# ---- bypass_source ----
==> src/rtl/bypass_source_pkg.sv <==
// Shared widths, ALU opcode constants and forward-select encoding for the
// EX-stage operand bypass.
package bypass_source_pkg;

    localparam int DEF_DW    = 32;
    localparam int DEF_REGAW = 4;
    localparam int DEF_ALUAW = 4;

    localparam logic [DEF_ALUAW-1:0] OP_TST = 4'h8;
    localparam logic [DEF_ALUAW-1:0] OP_TEQ = 4'h9;
    localparam logic [DEF_ALUAW-1:0] OP_CMP = 4'hA;
    localparam logic [DEF_ALUAW-1:0] OP_CMN = 4'hB;

    localparam logic [1:0] BYP_RF = 2'd0;
    localparam logic [1:0] BYP_S1 = 2'd1;
    localparam logic [1:0] BYP_S2 = 2'd2;

    // Flag-setting compares leave the destination register untouched.
    function automatic logic is_flag_only(input logic [DEF_ALUAW-1:0] opcode);
        return (opcode == OP_TST) || (opcode == OP_TEQ) ||
               (opcode == OP_CMP) || (opcode == OP_CMN);
    endfunction

endpackage

==> src/rtl/bypass_match.sv <==
// Per-operand bypass comparator and mux: picks the youngest in-flight writer
// of rs, falling back to register-file data.
module bypass_match
    import bypass_source_pkg::*;
#(
    parameter int DW    = DEF_DW,
    parameter int REGAW = DEF_REGAW
) (
    input  logic             s1_vld,
    input  logic             s1_wr,
    input  logic [REGAW-1:0] s1_rd,
    input  logic [DW-1:0]    s1_data,
    input  logic             s2_vld,
    input  logic             s2_wr,
    input  logic [REGAW-1:0] s2_rd,
    input  logic [DW-1:0]    s2_data,
    input  logic [REGAW-1:0] rs,
    input  logic [DW-1:0]    rf,
    output logic [1:0]       sel,
    output logic [DW-1:0]    op
);

    logic hit1;
    logic hit2;
    logic is_pc;

    assign hit1  = s1_vld && s1_wr && (s1_rd == rs);
    assign hit2  = s2_vld && s2_wr && (s2_rd == rs);
    // The PC is read fresh from the register file and is never forwarded.
    assign is_pc = (rs == {REGAW{1'b1}});

    always_comb begin
        sel = BYP_RF;
        op  = rf;
        if (!is_pc) begin
            if (hit1) begin
                sel = BYP_S1;
                op  = s1_data;
            end else if (hit2) begin
                sel = BYP_S2;
                op  = s2_data;
            end
        end
    end

endmodule

==> src/rtl/bypass_source.sv <==
// Producer side of the EX operand bypass: two-deep result history (S1 = EX/MEM,
// S2 = MEM/WB) feeding the operand muxes and the register-file write port.
module bypass_source
    import bypass_source_pkg::*;
#(
    parameter int DW    = DEF_DW,
    parameter int REGAW = DEF_REGAW,
    parameter int ALUAW = DEF_ALUAW
) (
    input  logic             clk,
    input  logic             rst,
    input  logic             stall,
    input  logic             flush,
    input  logic             ex_valid,
    input  logic [ALUAW-1:0] ex_alu_opcode,
    input  logic             ex_wb_en,
    input  logic [REGAW-1:0] ex_rd,
    input  logic [DW-1:0]    ex_result,
    input  logic [REGAW-1:0] rs_a,
    input  logic [REGAW-1:0] rs_b,
    input  logic [DW-1:0]    rf_a,
    input  logic [DW-1:0]    rf_b,
    output logic [DW-1:0]    op_a,
    output logic [DW-1:0]    op_b,
    output logic [1:0]       fwd_a_sel,
    output logic [1:0]       fwd_b_sel,
    output logic             wb_en,
    output logic [REGAW-1:0] wb_rd,
    output logic [DW-1:0]    wb_data
);

    logic             ex_wr;

    logic             s1_vld_p1;
    logic             s1_wr_p1;
    logic [REGAW-1:0] s1_rd_p1;
    logic [DW-1:0]    s1_data_p1;

    logic             s2_vld_p2;
    logic             s2_wr_p2;
    logic [REGAW-1:0] s2_rd_p2;
    logic [DW-1:0]    s2_data_p2;

    assign ex_wr = ex_valid && ex_wb_en && !is_flag_only(ex_alu_opcode);

    // EX -> S1 -> S2; flush still retires S1 into S2 even when stalled.
    always_ff @(posedge clk) begin
        if (rst) begin
            s1_vld_p1  <= 1'b0;
            s1_wr_p1   <= 1'b0;
            s1_rd_p1   <= '0;
            s1_data_p1 <= '0;
            s2_vld_p2  <= 1'b0;
            s2_wr_p2   <= 1'b0;
            s2_rd_p2   <= '0;
            s2_data_p2 <= '0;
        end else if (flush) begin
            s2_vld_p2  <= s1_vld_p1;
            s2_wr_p2   <= s1_wr_p1;
            s2_rd_p2   <= s1_rd_p1;
            s2_data_p2 <= s1_data_p1;
            s1_vld_p1  <= 1'b0;
            s1_wr_p1   <= 1'b0;
        end else if (!stall) begin
            s2_vld_p2  <= s1_vld_p1;
            s2_wr_p2   <= s1_wr_p1;
            s2_rd_p2   <= s1_rd_p1;
            s2_data_p2 <= s1_data_p1;
            s1_vld_p1  <= ex_valid;
            s1_wr_p1   <= ex_wr;
            s1_rd_p1   <= ex_rd;
            s1_data_p1 <= ex_result;
        end
    end

    // Operand selection: combinational from slot registers only.
    bypass_match #(.DW(DW), .REGAW(REGAW)) u_match_a (
        .s1_vld  (s1_vld_p1),
        .s1_wr   (s1_wr_p1),
        .s1_rd   (s1_rd_p1),
        .s1_data (s1_data_p1),
        .s2_vld  (s2_vld_p2),
        .s2_wr   (s2_wr_p2),
        .s2_rd   (s2_rd_p2),
        .s2_data (s2_data_p2),
        .rs      (rs_a),
        .rf      (rf_a),
        .sel     (fwd_a_sel),
        .op      (op_a)
    );

    bypass_match #(.DW(DW), .REGAW(REGAW)) u_match_b (
        .s1_vld  (s1_vld_p1),
        .s1_wr   (s1_wr_p1),
        .s1_rd   (s1_rd_p1),
        .s1_data (s1_data_p1),
        .s2_vld  (s2_vld_p2),
        .s2_wr   (s2_wr_p2),
        .s2_rd   (s2_rd_p2),
        .s2_data (s2_data_p2),
        .rs      (rs_b),
        .rf      (rf_b),
        .sel     (fwd_b_sel),
        .op      (op_b)
    );

    assign wb_en   = s2_vld_p2 && s2_wr_p2;
    assign wb_rd   = s2_rd_p2;
    assign wb_data = s2_data_p2;

endmodule

==> config.mk <==
export PLATFORM = sky130hd
export DESIGN_NAME = bypass_source
export DESIGN_NICKNAME = d
export VERILOG_FILES = /design/src/rtl/bypass_source_pkg.sv /design/src/rtl/bypass_match.sv /design/src/rtl/bypass_source.sv
export SDC_FILE = /design/constraint.sdc
export NUM_CORES = 1
export LEC_CHECK = 0
export CAP_MARGIN = 20
export CORE_UTILIZATION = 42
export DETAILED_ROUTE_END_ITERATION = 16
export PLACE_DENSITY = 0.81
export RECOVER_POWER = 50
export SYNTH_ARGS = -nofsm -noshare
export SYNTH_HDL_FRONTEND = slang
export SYNTH_SLANG_ARGS = --single-unit
==> constraint.sdc <==
create_clock -name clk -period 2.2 [get_ports clk]
set_input_delay 0.44 -clock clk [delete_from_list [all_inputs] [get_ports clk]]
set_output_delay 0.44 -clock clk [all_outputs]
set_load 0.01 [all_outputs]
# ---- prbs_link_sequencer ----
### src/rtl/prbs_link_sequencer.sv
// Bring-up and measured-run controller for the PRBS loopback: sequences lock, rx-ready,
// generator warm-up, checker seeding and the run, and accumulates the pass/fail result.
module prbs_link_sequencer #(
  parameter int NUM_LANES      = 32,
  parameter int WARMUP_CYCLES  = 64,
  parameter int SYNC_CYCLES    = 16,
  parameter int TEST_CYCLES    = 0,
  parameter int TIMEOUT_CYCLES = 65535,
  parameter int ERR_W          = 32,
  parameter int CNT_W          = 48
) (
  input  logic                 intTxClk0,
  input  logic                 int_rst,
  input  logic                 start,
  input  logic                 pll_locked,
  input  logic                 rx_rdy,
  input  logic [NUM_LANES-1:0] lane_err,
  input  logic                 int_inject_err_p,
  output logic                 tx_en,
  output logic                 seed_load,
  output logic                 int_chk,
  output logic                 inject_pulse,
  output logic [2:0]           state,
  output logic [ERR_W-1:0]     err_cnt,
  output logic [NUM_LANES-1:0] err_lanes,
  output logic [CNT_W-1:0]     edge_cnt,
  output logic                 done,
  output logic                 pass,
  output logic                 fault
);

  // state     | meaning
  // IDLE      | counters cleared, waiting for start
  // WAIT_LOCK | waiting for PLL lock (timed)
  // WAIT_RDY  | waiting for rx ready (timed, lock must hold)
  // WARMUP    | generator running, checker not yet seeded
  // SYNC      | checker seeding from received data
  // RUN       | measured run, errors accumulated
  // DONE      | run complete, result held
  // FAULT     | timeout or link loss, result held
  typedef enum logic [2:0] {
    S_IDLE      = 3'd0,
    S_WAIT_LOCK = 3'd1,
    S_WAIT_RDY  = 3'd2,
    S_WARMUP    = 3'd3,
    S_SYNC      = 3'd4,
    S_RUN       = 3'd5,
    S_DONE      = 3'd6,
    S_FAULT     = 3'd7
  } state_t;

  state_t                 st, st_nxt;
  logic [31:0]            tmr, tmr_nxt;
  logic                   tmr_zero;
  logic                   link_ok;
  logic                   run_end;
  logic                   inj_prev;
  logic [CNT_W-1:0]       edge_inc, edge_nxt;
  logic [ERR_W:0]         pop, err_sum;
  logic [ERR_W-1:0]       err_nxt;
  logic [NUM_LANES-1:0]   lanes_nxt;

  assign state    = st;
  assign tmr_zero = (tmr == '0);
  assign link_ok  = pll_locked & rx_rdy;
  assign edge_inc = (&edge_cnt) ? edge_cnt : edge_cnt + CNT_W'(1);
  assign run_end  = (TEST_CYCLES != 0) && (edge_inc == CNT_W'(TEST_CYCLES));

  always_comb begin
    st_nxt = st;
    case (st)
      S_IDLE:      if (start) st_nxt = S_WAIT_LOCK;
      S_WAIT_LOCK: begin
        if (!start)          st_nxt = S_IDLE;
        else if (pll_locked) st_nxt = S_WAIT_RDY;
        else if (tmr_zero)   st_nxt = S_FAULT;
      end
      S_WAIT_RDY: begin
        if (!start)           st_nxt = S_IDLE;
        else if (!pll_locked) st_nxt = S_FAULT;
        else if (rx_rdy)      st_nxt = S_WARMUP;
        else if (tmr_zero)    st_nxt = S_FAULT;
      end
      S_WARMUP: begin
        if (!start)        st_nxt = S_IDLE;
        else if (tmr_zero) st_nxt = S_SYNC;
      end
      S_SYNC: begin
        if (!start)        st_nxt = S_IDLE;
        else if (tmr_zero) st_nxt = S_RUN;
      end
      S_RUN: begin
        // link loss takes precedence over a coincident run completion
        if (!start)        st_nxt = S_IDLE;
        else if (!link_ok) st_nxt = S_FAULT;
        else if (run_end)  st_nxt = S_DONE;
      end
      S_DONE, S_FAULT: if (!start) st_nxt = S_IDLE;
      default:         st_nxt = S_IDLE;
    endcase
  end

  // Down-counter reloaded on every state change; terminal count is zero.
  always_comb begin
    tmr_nxt = tmr_zero ? tmr : tmr - 32'd1;
    if (st_nxt != st) begin
      case (st_nxt)
        S_WAIT_LOCK, S_WAIT_RDY: tmr_nxt = 32'(TIMEOUT_CYCLES);
        S_WARMUP:                tmr_nxt = 32'(WARMUP_CYCLES - 1);
        S_SYNC:                  tmr_nxt = 32'(SYNC_CYCLES - 1);
        default:                 tmr_nxt = '0;
      endcase
    end
  end

  always_comb begin
    pop = '0;
    for (int i = 0; i < NUM_LANES; i++) pop = pop + (ERR_W+1)'(lane_err[i]);
    err_sum   = {1'b0, err_cnt} + pop;
    err_nxt   = err_cnt;
    lanes_nxt = err_lanes;
    edge_nxt  = edge_cnt;
    if (st_nxt == S_IDLE) begin
      err_nxt   = '0;
      lanes_nxt = '0;
      edge_nxt  = '0;
    end else if (st == S_RUN) begin
      edge_nxt = edge_inc;
      if (link_ok) begin
        err_nxt   = err_sum[ERR_W] ? '1 : err_sum[ERR_W-1:0];
        lanes_nxt = err_lanes | lane_err;
      end
    end
  end

  always_ff @(posedge intTxClk0) begin
    if (int_rst) begin
      st           <= S_IDLE;
      tmr          <= '0;
      inj_prev     <= 1'b0;
      inject_pulse <= 1'b0;
      tx_en        <= 1'b0;
      seed_load    <= 1'b0;
      int_chk      <= 1'b0;
      done         <= 1'b0;
      pass         <= 1'b0;
      fault        <= 1'b0;
      err_cnt      <= '0;
      err_lanes    <= '0;
      edge_cnt     <= '0;
    end else begin
      st           <= st_nxt;
      tmr          <= tmr_nxt;
      inj_prev     <= int_inject_err_p;
      inject_pulse <= (st == S_RUN) && int_inject_err_p && !inj_prev;
      tx_en        <= (st_nxt == S_WARMUP) || (st_nxt == S_SYNC) || (st_nxt == S_RUN);
      seed_load    <= (st_nxt == S_SYNC);
      int_chk      <= (st_nxt == S_RUN);
      done         <= (st_nxt == S_DONE);
      pass         <= (st_nxt == S_DONE) && (err_nxt == '0);
      fault        <= (st_nxt == S_FAULT);
      err_cnt      <= err_nxt;
      err_lanes    <= lanes_nxt;
      edge_cnt     <= edge_nxt;
    end
  end

endmodule

### config.mk
export PLATFORM = sky130hd
export DESIGN_NAME = prbs_link_sequencer
export DESIGN_NICKNAME = d
export VERILOG_FILES = /design/src/rtl/prbs_link_sequencer.sv
export SDC_FILE = /design/constraint.sdc
export NUM_CORES = 1
export LEC_CHECK = 0
export CORE_AREA = 2 2 129 131
export DETAILED_ROUTE_END_ITERATION = 12
export DIE_AREA = 0 0 131 133
export PLACE_DENSITY = 0.79
export SYNTH_ARGS = -nofsm -noshare
export SYNTH_HDL_FRONTEND = slang
export SYNTH_SLANG_ARGS = --single-unit
### constraint.sdc
create_clock -name intTxClk0 -period 8.3 [get_ports intTxClk0]
set_clock_uncertainty 0.2 [all_clocks]
set_input_delay 1.66 -clock intTxClk0 [delete_from_list [all_inputs] [get_ports intTxClk0]]
set_output_delay 1.66 -clock intTxClk0 [all_outputs]
set_load 0.03 [all_outputs]
bypass_source/util_map.png
(3 px per µm) The die is cut into 11 by 11 equal tiles; dark blue is low, red is high, 0 to 100% covered.
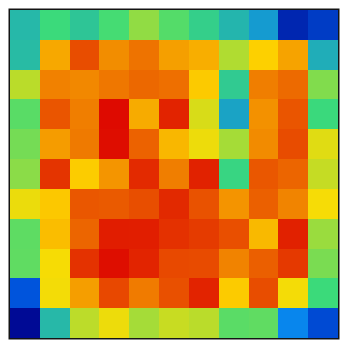
The fullest tile reaches 99%. 59% of the tiles are over 75% full. The emptiest ninth of the die: north-east. The mean over all tiles is 73%.

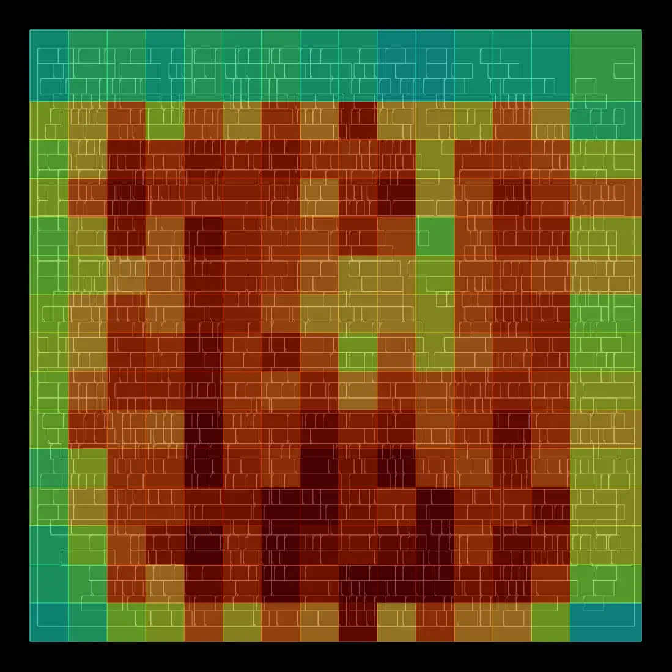
bypass_source/congestion_map.png
routing usage on met2: 67.4%
all-layer global routing usage: 39.1%

==> metrics.csv, bypass_source <==
stage;metric;value;unit
outcome;status;finished with violations;
outcome;failing checks;negative setup slack;
routing;top routing layer in use;met4;
logic_synthesis;sequential fraction of the synthesis area;31.4;%
place;half-perimeter wire length after detailed placement;14300;µm
timing;Worst Slack Setup Final;-776;ps
floorplanning;total die size;12000;µm²
place;placed instance area;7640;µm²
timing;actual transition at the worst max-transition pin;864;ps
critical_path;Worst path max stage delay;560;ps
critical_path;kind of launch point of the worst setup path;flip-flop;
logic_synthesis;chip area line of the yosys report;4840;µm²
critical_path;Worst Setup Path Type;flip-flop to output pin;
timing;Pins Over Slew Limit;0;
critical_path;Critical Path Fanout Max;7;
critical_path;end of the worst register-to-register path;wb_rd[2]$_SDFFE_PP0P_;
place;count of port buffers added during placement;220;
global_routing;initial antenna violation count;0;
critical_path;slowest cell on the critical path;sky130_fd_sc_hd__a2111oi_4;
timing;Setup-failing EPs final;67;
global_routing;global routing met1 resource utilization;42.6;%
worst_hold_path;worst min-delay path category;flip-flop to flip-flop;
final_layout;growth of design area from synthesis to finish;84.4;%
logic_synthesis;top cell type by total area after synthesis;sky130_fd_sc_hd__dfxtp_1;
routing;met3 routed WL;2820;µm
final_layout;Fillers;667;
final_layout;share of final-layout standard cells stronger than drive strength 1;30.5;%
clocking;Longest Clk Path Bufs;2;
routing;M1 wire length;8700;µm
logic_synthesis;top-area cell type share of the netlist area;31.4;%
## bypass_source: sequential cells by signal (all words and copies together) (netlist names)
| signal | flops |
|---|---|
| s1_data_p1 | 32 |
| s1_rd_p1 | 4 |
| s1_vld_p1 | 1 |
| s1_wr_p1 | 1 |
| s2_vld_p2 | 1 |
| s2_wr_p2 | 1 |
| wb_data | 32 |
| wb_rd | 4 |
## bypass_source: area by class of cell
class / count / share of cell area (%)
multi-input combinational: 432 / 36.2
timing repair buffer: 349 / 35.2
sequential: 76 / 17.3
inverter: 130 / 5.47
clock buffer: 12 / 2.99
tap: 140 / 1.96
clock inverter: 4 / 0.786
## bypass_source: power breakdown
part / leakage [nW] / switching (mW) / internal (mW)
registers: 0.624 / 0.0615 / 1.42
logic: 2.67 / 0.456 / 0.486
clock network: 0.169 / 0.594 / 1.08
## bypass_source: cells by family (layout without fill, tap and decap cells)
kind of cell	count (synthesis)	in the layout
AND-OR/OR-AND	178	178
XOR/XNOR	12	12
buffers and inverters	196	495
flip-flops	76	76
AND/OR/NAND/NOR	242	242
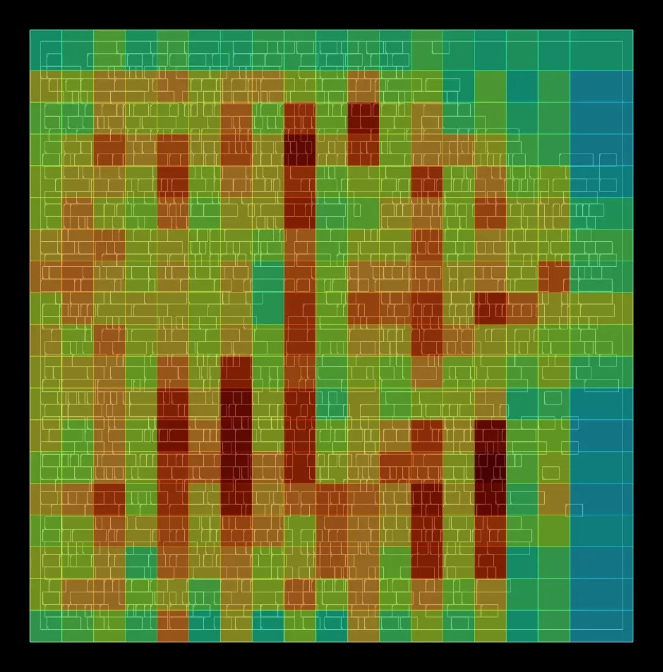
prbs_link_sequencer/congestion_map.png
all-layer global routing usage: 25.6%
global routing met1 resource utilization: 31.7%
Avg WL per Cell: 16.0 µm
utilization after layout: 65.8%
GR met3 Demand/Resource: 8.45%

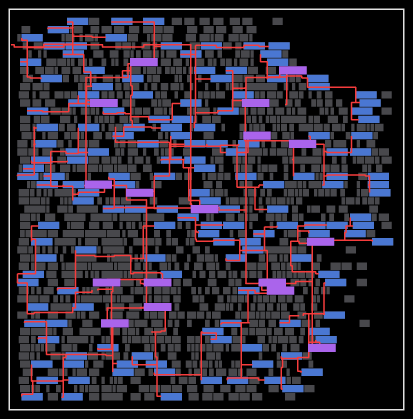
prbs_link_sequencer/clock_wires.png
(3 px per µm)
clock-net drivers: in purple, count 17. flip-flops: in blue, count 155. clock wires: in red, length 2000 µm.
Position of the flops: spread over the die.
fraction of power consumed by the clock network: 34.5%
power of the clock network: 0.829 mW
insertion delay to the later sink of the worst-skew pair: 430 ps

==> metrics.csv, prbs_link_sequencer <==
stage;metric;value;unit
logic_synthesis;most area-consuming cells after synthesis;sky130_fd_sc_hd__dfxtp_1 (38%), sky130_fd_sc_hd__nor2_1 (6.9%), sky130_fd_sc_hd__fa_1 (6.4%), sky130_fd_sc_hd__xor2_1 (5.4%), sky130_fd_sc_hd__a21oi_1 (5.0%);
critical_path;slowest cell on the critical path;sky130_fd_sc_hd__or4_1;
clocking;H-tree levels;4;
logic_synthesis;chip area line of the yosys report;8160;µm²
clocking;post-CTS resize count;0;
routing;total wire length;21800;µm
critical_path;worst setup path startpoint;lane_err[5];
final_layout;Final Instance Count excl. Fillers;1362;
timing;setup repair after global routing missed its margin;no;
timing;final worst path period share;95.0;%
final_layout;share of final-layout standard cells stronger than drive strength 1;4.73;%
critical_path;end of the worst register-to-register path;pass$_SDFF_PP0_;
final_layout;Fillers;1364;
final_layout;dominant logic cell types in the final layout;sky130_fd_sc_hd__clkdlybuf4s50_1 (159), sky130_fd_sc_hd__dfxtp_1 (155), sky130_fd_sc_hd__nor2_1 (148), sky130_fd_sc_hd__a21oi_1 (81), sky130_fd_sc_hd__nand2_1 (55);
global_routing;routing layer with the top usage in global route;met2;
global_routing;final global-route overflow total;0;
global_routing;via count of the first global-routing pass;7301;
power;power attributed to combinational cells;0.795;mW
clocking;Longest Clk Path Bufs;2;
critical_path;Buf/Inv on CP;3;
global_routing;initial antenna violation count;0;
outcome;status;finished clean;
critical_path;data required time at the worst endpoint;8430;ps
==> prbs_link_sequencer: layout make-up <==
cell class              count  area [µm²]  area share [%]
repair buffers            174        1700            16.0
inverters                  54         203            1.90
clock buffers              20         467            4.39
multi-input cells         728        4730            44.5
well taps                 220         275            2.59
flip-flops and latches    155        3100            29.2
clock inverters            11         159            1.49
==> prbs_link_sequencer: cells by family (layout without fill, tap and decap cells) <==
family          Yosys count  in the layout  share of synthesized area (%)
flops                   155            155                           38.0
mux                       5              5                          0.613
buf+inv                  91            259                           4.20
fa+ha+maj                44             44                           9.14
xor+xnor                 93             93                           9.98
compound gates          169            169                           12.1
simple gates            417            417                           26.0
==> prbs_link_sequencer: sequential cells by signal, summed over array words and instances (netlist names) <==
signal and count:
done 1, edge_cnt 48, err_cnt 32, err_lanes 32, fault 1, inj_prev 1, inject_pulse 1, int_chk 1
pass 1, seed_load 1, state 3, tmr 32, tx_en 1
==> prbs_link_sequencer: through the flow <==
stage / setup TNS [ps] / cell area, µm² / hold WS, ps
CTS: 0 / 10600 / 205
global route: 0 / 10600 / 222
global placement: 0 / 10000 / 182
floorplan: 0 / 8160 / 173
finish: 0 / 10600 / 202
detailed placement: -6.24 / 10000 / 181

## Gallery

Met4 routing.
(3 px per µm) Supply wires on this layer in grey.
image #1
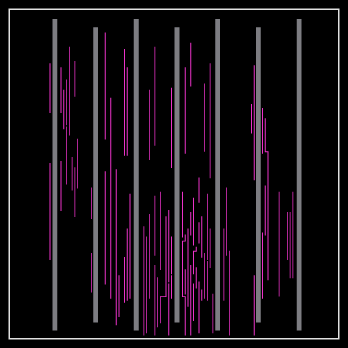
image #2
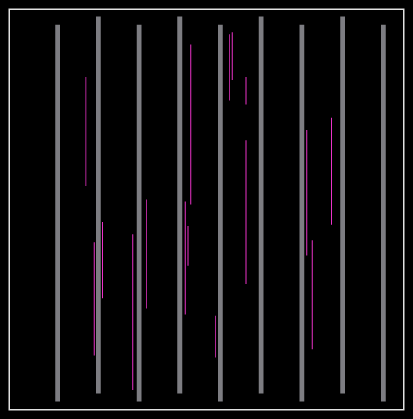
Of these, largest die: image #2
Image #2 is prbs_link_sequencer.
Image #1 is bypass_source.

Key to image #2:
11 nets have wire on it. The longest straight run is 53.0 µm. The layer carries 510 µm of wire. The layer holds 2.3% of the routed length. The wires run mostly vertical.


# ---- led_sw_arbiter ----
<file path="src/rtl/led_sw_arbiter.sv">
// Board LED/switch arbiter: debounces switches toward the HPS and hands the LEDs
// between a local rotating pattern and the HPS, with dark guard intervals.
module led_sw_arbiter #(
  parameter int DEBOUNCE_CYCLES = 50000,
  parameter int TICK_CYCLES     = 12500000,
  parameter int GUARD_CYCLES    = 16
) (
  input  logic       clk_clk,
  input  logic       reset_reset,
  input  logic [3:0] sw_in,
  output logic [3:0] sw_to_hps,
  input  logic [3:0] led_from_hps,
  input  logic       hps_req,
  output logic [3:0] led_out,
  output logic       hps_grant
);

  localparam int DB_EFF = (DEBOUNCE_CYCLES < 1) ? 1 : DEBOUNCE_CYCLES;
  localparam int TK_EFF = (TICK_CYCLES < 1) ? 1 : TICK_CYCLES;
  localparam int GD_EFF = (GUARD_CYCLES < 1) ? 1 : GUARD_CYCLES;
  localparam int DW = $clog2(DB_EFF + 1);
  localparam int TW = $clog2(TK_EFF + 1);
  localparam int GW = $clog2(GD_EFF + 1);

  localparam logic [DW-1:0] DB_LAST   = DW'(DB_EFF - 1);
  localparam logic [TW-1:0] TICK_LAST = TW'(TK_EFF - 1);
  localparam logic [GW-1:0] GD_LAST   = GW'(GD_EFF - 1);

  localparam logic [1:0] ST_LOCAL   = 2'd0;
  localparam logic [1:0] ST_GUARD_H = 2'd1;
  localparam logic [1:0] ST_HPS     = 2'd2;
  localparam logic [1:0] ST_GUARD_L = 2'd3;

  logic [3:0]         sw_meta;
  logic [3:0]         sw_sync;
  logic [3:0]         sw_stable;
  logic [3:0][DW-1:0] db_cnt;
  logic [TW-1:0]      tick_cnt;
  logic               tick;
  logic [1:0]         state;
  logic [GW-1:0]      guard_cnt;
  logic               guard_done;
  logic [3:0]         pattern;
  logic               override;
  logic               grant_ok;
  logic [3:0]         led_nxt;

  always_ff @(posedge clk_clk or posedge reset_reset) begin
    if (reset_reset) begin
      sw_meta <= '0;
      sw_sync <= '0;
    end else begin
      sw_meta <= sw_in;
      sw_sync <= sw_meta;
    end
  end

  // A bit is accepted only after DB_EFF consecutive cycles of disagreement.
  always_ff @(posedge clk_clk or posedge reset_reset) begin
    if (reset_reset) begin
      sw_stable <= '0;
      db_cnt    <= '0;
    end else begin
      for (int i = 0; i < 4; i++) begin
        if (sw_sync[i] == sw_stable[i]) begin
          db_cnt[i] <= '0;
        end else if (db_cnt[i] == DB_LAST) begin
          sw_stable[i] <= sw_sync[i];
          db_cnt[i]    <= '0;
        end else begin
          db_cnt[i] <= db_cnt[i] + DW'(1);
        end
      end
    end
  end

  assign sw_to_hps = sw_stable;
  assign override  = sw_stable[3];
  assign grant_ok  = hps_req & ~override;

  assign tick = (tick_cnt == TICK_LAST);

  always_ff @(posedge clk_clk or posedge reset_reset) begin
    if (reset_reset) begin
      tick_cnt <= '0;
    end else if (tick) begin
      tick_cnt <= '0;
    end else begin
      tick_cnt <= tick_cnt + TW'(1);
    end
  end

  assign guard_done = (guard_cnt == GD_LAST);

  // Guards always run to completion; only HPS re-evaluates the request.
  always_ff @(posedge clk_clk or posedge reset_reset) begin
    if (reset_reset) begin
      state     <= ST_LOCAL;
      guard_cnt <= '0;
    end else begin
      case (state)
        ST_LOCAL: begin
          if (grant_ok) begin
            state     <= ST_GUARD_H;
            guard_cnt <= '0;
          end
        end
        ST_GUARD_H: begin
          if (guard_done) begin
            state     <= ST_HPS;
            guard_cnt <= '0;
          end else begin
            guard_cnt <= guard_cnt + GW'(1);
          end
        end
        ST_HPS: begin
          if (!grant_ok) begin
            state     <= ST_GUARD_L;
            guard_cnt <= '0;
          end
        end
        ST_GUARD_L: begin
          if (guard_done) begin
            state     <= ST_LOCAL;
            guard_cnt <= '0;
          end else begin
            guard_cnt <= guard_cnt + GW'(1);
          end
        end
        default: begin
          state     <= ST_LOCAL;
          guard_cnt <= '0;
        end
      endcase
    end
  end

  always_ff @(posedge clk_clk or posedge reset_reset) begin
    if (reset_reset) begin
      pattern <= 4'b0001;
    end else if (state == ST_LOCAL && tick) begin
      pattern <= {pattern[2:0], pattern[3]};
    end
  end

  always_comb begin
    led_nxt = 4'b0000;
    case (state)
      ST_LOCAL: led_nxt = pattern;
      ST_HPS:   led_nxt = led_from_hps;
      default:  led_nxt = 4'b0000;
    endcase
  end

  always_ff @(posedge clk_clk or posedge reset_reset) begin
    if (reset_reset) begin
      led_out   <= 4'b0000;
      hps_grant <= 1'b0;
    end else begin
      led_out   <= led_nxt;
      hps_grant <= (state == ST_HPS);
    end
  end

endmodule
</file>
<file path="config.mk">
export PLATFORM = sky130hd
export DESIGN_NAME = led_sw_arbiter
export DESIGN_NICKNAME = d
export VERILOG_FILES = /design/src/rtl/led_sw_arbiter.sv
export SDC_FILE = /design/constraint.sdc
export NUM_CORES = 1
export LEC_CHECK = 0
export CORE_ASPECT_RATIO = 1.25
export CORE_UTILIZATION = 48
export DETAILED_ROUTE_END_ITERATION = 7
export PLACE_DENSITY = 0.65
export SLEW_MARGIN = 20
export SYNTH_ARGS = -nofsm -noshare
export SYNTH_HDL_FRONTEND = slang
export SYNTH_SLANG_ARGS = --single-unit
</file>
<file path="constraint.sdc">
create_clock -name clk_clk -period 5.44 [get_ports clk_clk]
set_input_delay 1.36 -clock clk_clk [delete_from_list [all_inputs] [get_ports clk_clk]]
set_output_delay 1.36 -clock clk_clk [all_outputs]
set_load 0.01 [all_outputs]
</file>
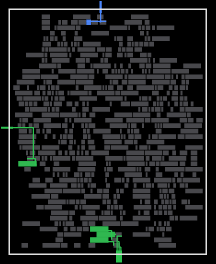
led_sw_arbiter/port_trees.png
(2 px per µm)
`hps_req`: in blue, bits 1, direction input, edge north, end cells 1, buffers 1, wire 15.7 µm. `led_out`: in green, bits 4, direction output, edge 3 south, 1 west, end cells 4, buffers 4, wire 66.0 µm.
count of port buffers added during placement: 19
I/O pins: 20

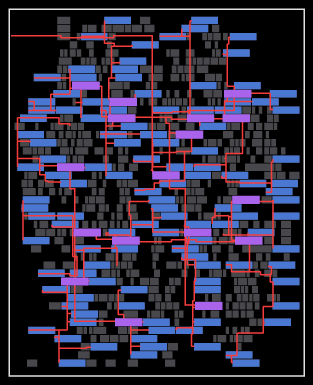
led_sw_arbiter/clock_wires.png
(3 px per µm)
flip-flops: in blue, count 116. clock-net drivers: in purple, count 17. clock wires: in red, length 1440 µm.
There are 18 routed clock nets.
clock skew: 7.56 ps
power of the clock network: 0.989 mW
insertion delay to the later sink of the worst-skew pair: 400 ps

==> metrics.csv <==
stage;metric;value;unit
logic_synthesis;Synth Instances;528;
logic_synthesis;count leader, synth;sky130_fd_sc_hd__dfrtp_1;
final_layout;leading registers by flop count;db_cnt (64), tick_cnt (24), guard_cnt (5);
routing;met3 routed WL;265;µm
clocking;clock tree from TritonCTS;yes;
routing;number of remaining DRC errors;2;
clocking;Longest Clk Path Bufs;2;
clocking;clock slew at the register clock pins of the worst setup and hold paths;50;ps
job;Maximum Capacitance Violations;0;
global_routing;final global-route overflow total;0;
routing;drt pass-1 iters;6;
routing;initial drt markers;132;
worst_hold_path;end of the worst hold path;sw_sync[1]$_DFF_PP0_;
routing;Avg WL per Cell;14.3;µm
power;Peak VDD IR;186;µV
floorplanning;placement row count;43;
timing;Slew headroom;42.2;%
clocking;H-tree levels;4;
critical_path;slowest cell on the critical path;sky130_fd_sc_hd__clkdlybuf4s50_1;
critical_path;kind of end point of the critical path;output pin;
logic_synthesis;sequential fraction of the synthesis area;52.7;%
floorplanning;FP Util;49.5;%
routing;WL met2;5010;µm
logic_synthesis;most area-consuming cells after synthesis;sky130_fd_sc_hd__dfrtp_1 (52%), sky130_fd_sc_hd__xnor2_1 (6.8%), sky130_fd_sc_hd__nor2_1 (4.9%), sky130_fd_sc_hd__xor2_1 (3.3%), sky130_fd_sc_hd__nand3_1 (2.9%);
timing;Fin. Hold Viols;0;
routing;DR vias/cell;5.50;
logic_synthesis;Syn. warnings;0;
logic_synthesis;chip area line of the yosys report;5510;µm²
logic_synthesis;Post-Synthesis Mean Instance Area;10.4;µm²
critical_path;worst r2r path cells;5;
floorplanning;total die size;11900;µm²
floorplanning;Die W;97.8;µm
timing;Max Freq;0.368;GHz
floorplanning;core outline area;11100;µm²
outcome;status;finished with violations;
logic_synthesis;multiplexer fraction of the synthesized cell area;2.57;%
outcome;failing checks;design-rule violations;
critical_path;Buf/Inv on CP;1;
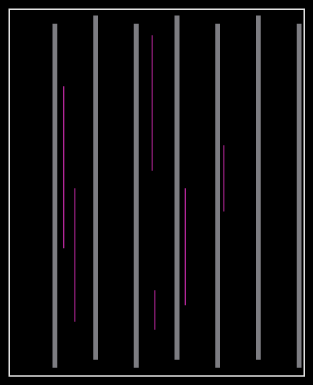
led_sw_arbiter/m4.png
(3 px per µm) Supply wires on this layer in grey.
5 nets have wire on it. The wires run mostly vertical.
total wire length: 10100 µm
vias after detailed routing: 3901

[how the worst max path moves through the flow]
| stage | from | end | slack (ps) |
|---|---|---|---|
| floorplan | reset_reset | db_cnt[0]$_DFF_PP0_ | 1010 |
| global placement | hps_req | guard_cnt[2]$_DFFE_PP0P_ | 2470 |
| detailed placement | hps_req | guard_cnt[2]$_DFFE_PP0P_ | 2410 |
| CTS | sw_to_hps[3]$_DFFE_PP0P_ | sw_to_hps[3] | 2700 |
| global route | sw_to_hps[3]$_DFFE_PP0P_ | sw_to_hps[3] | 2680 |
| finish | sw_to_hps[3]$_DFFE_PP0P_ | sw_to_hps[3] | 2730 |
[final cells by class]
class / count / area [µm²] / area share, %
clock inverter: 5 / 25.0 / 0.392
sequential: 116 / 2900 / 45.5
inverter: 18 / 70.1 / 1.10
multi-input combinational: 387 / 2500 / 39.2
tap: 135 / 169 / 2.64
clock buffer: 27 / 513 / 8.03
timing repair buffer: 21 / 205 / 3.21
[power breakdown]
group	internal (mW)	switching (mW)
logic	0.0839	0.124
registers	0.902	0.0274
clock network	0.637	0.352

No activity file was given, so power comes from the tool's default toggle rates.
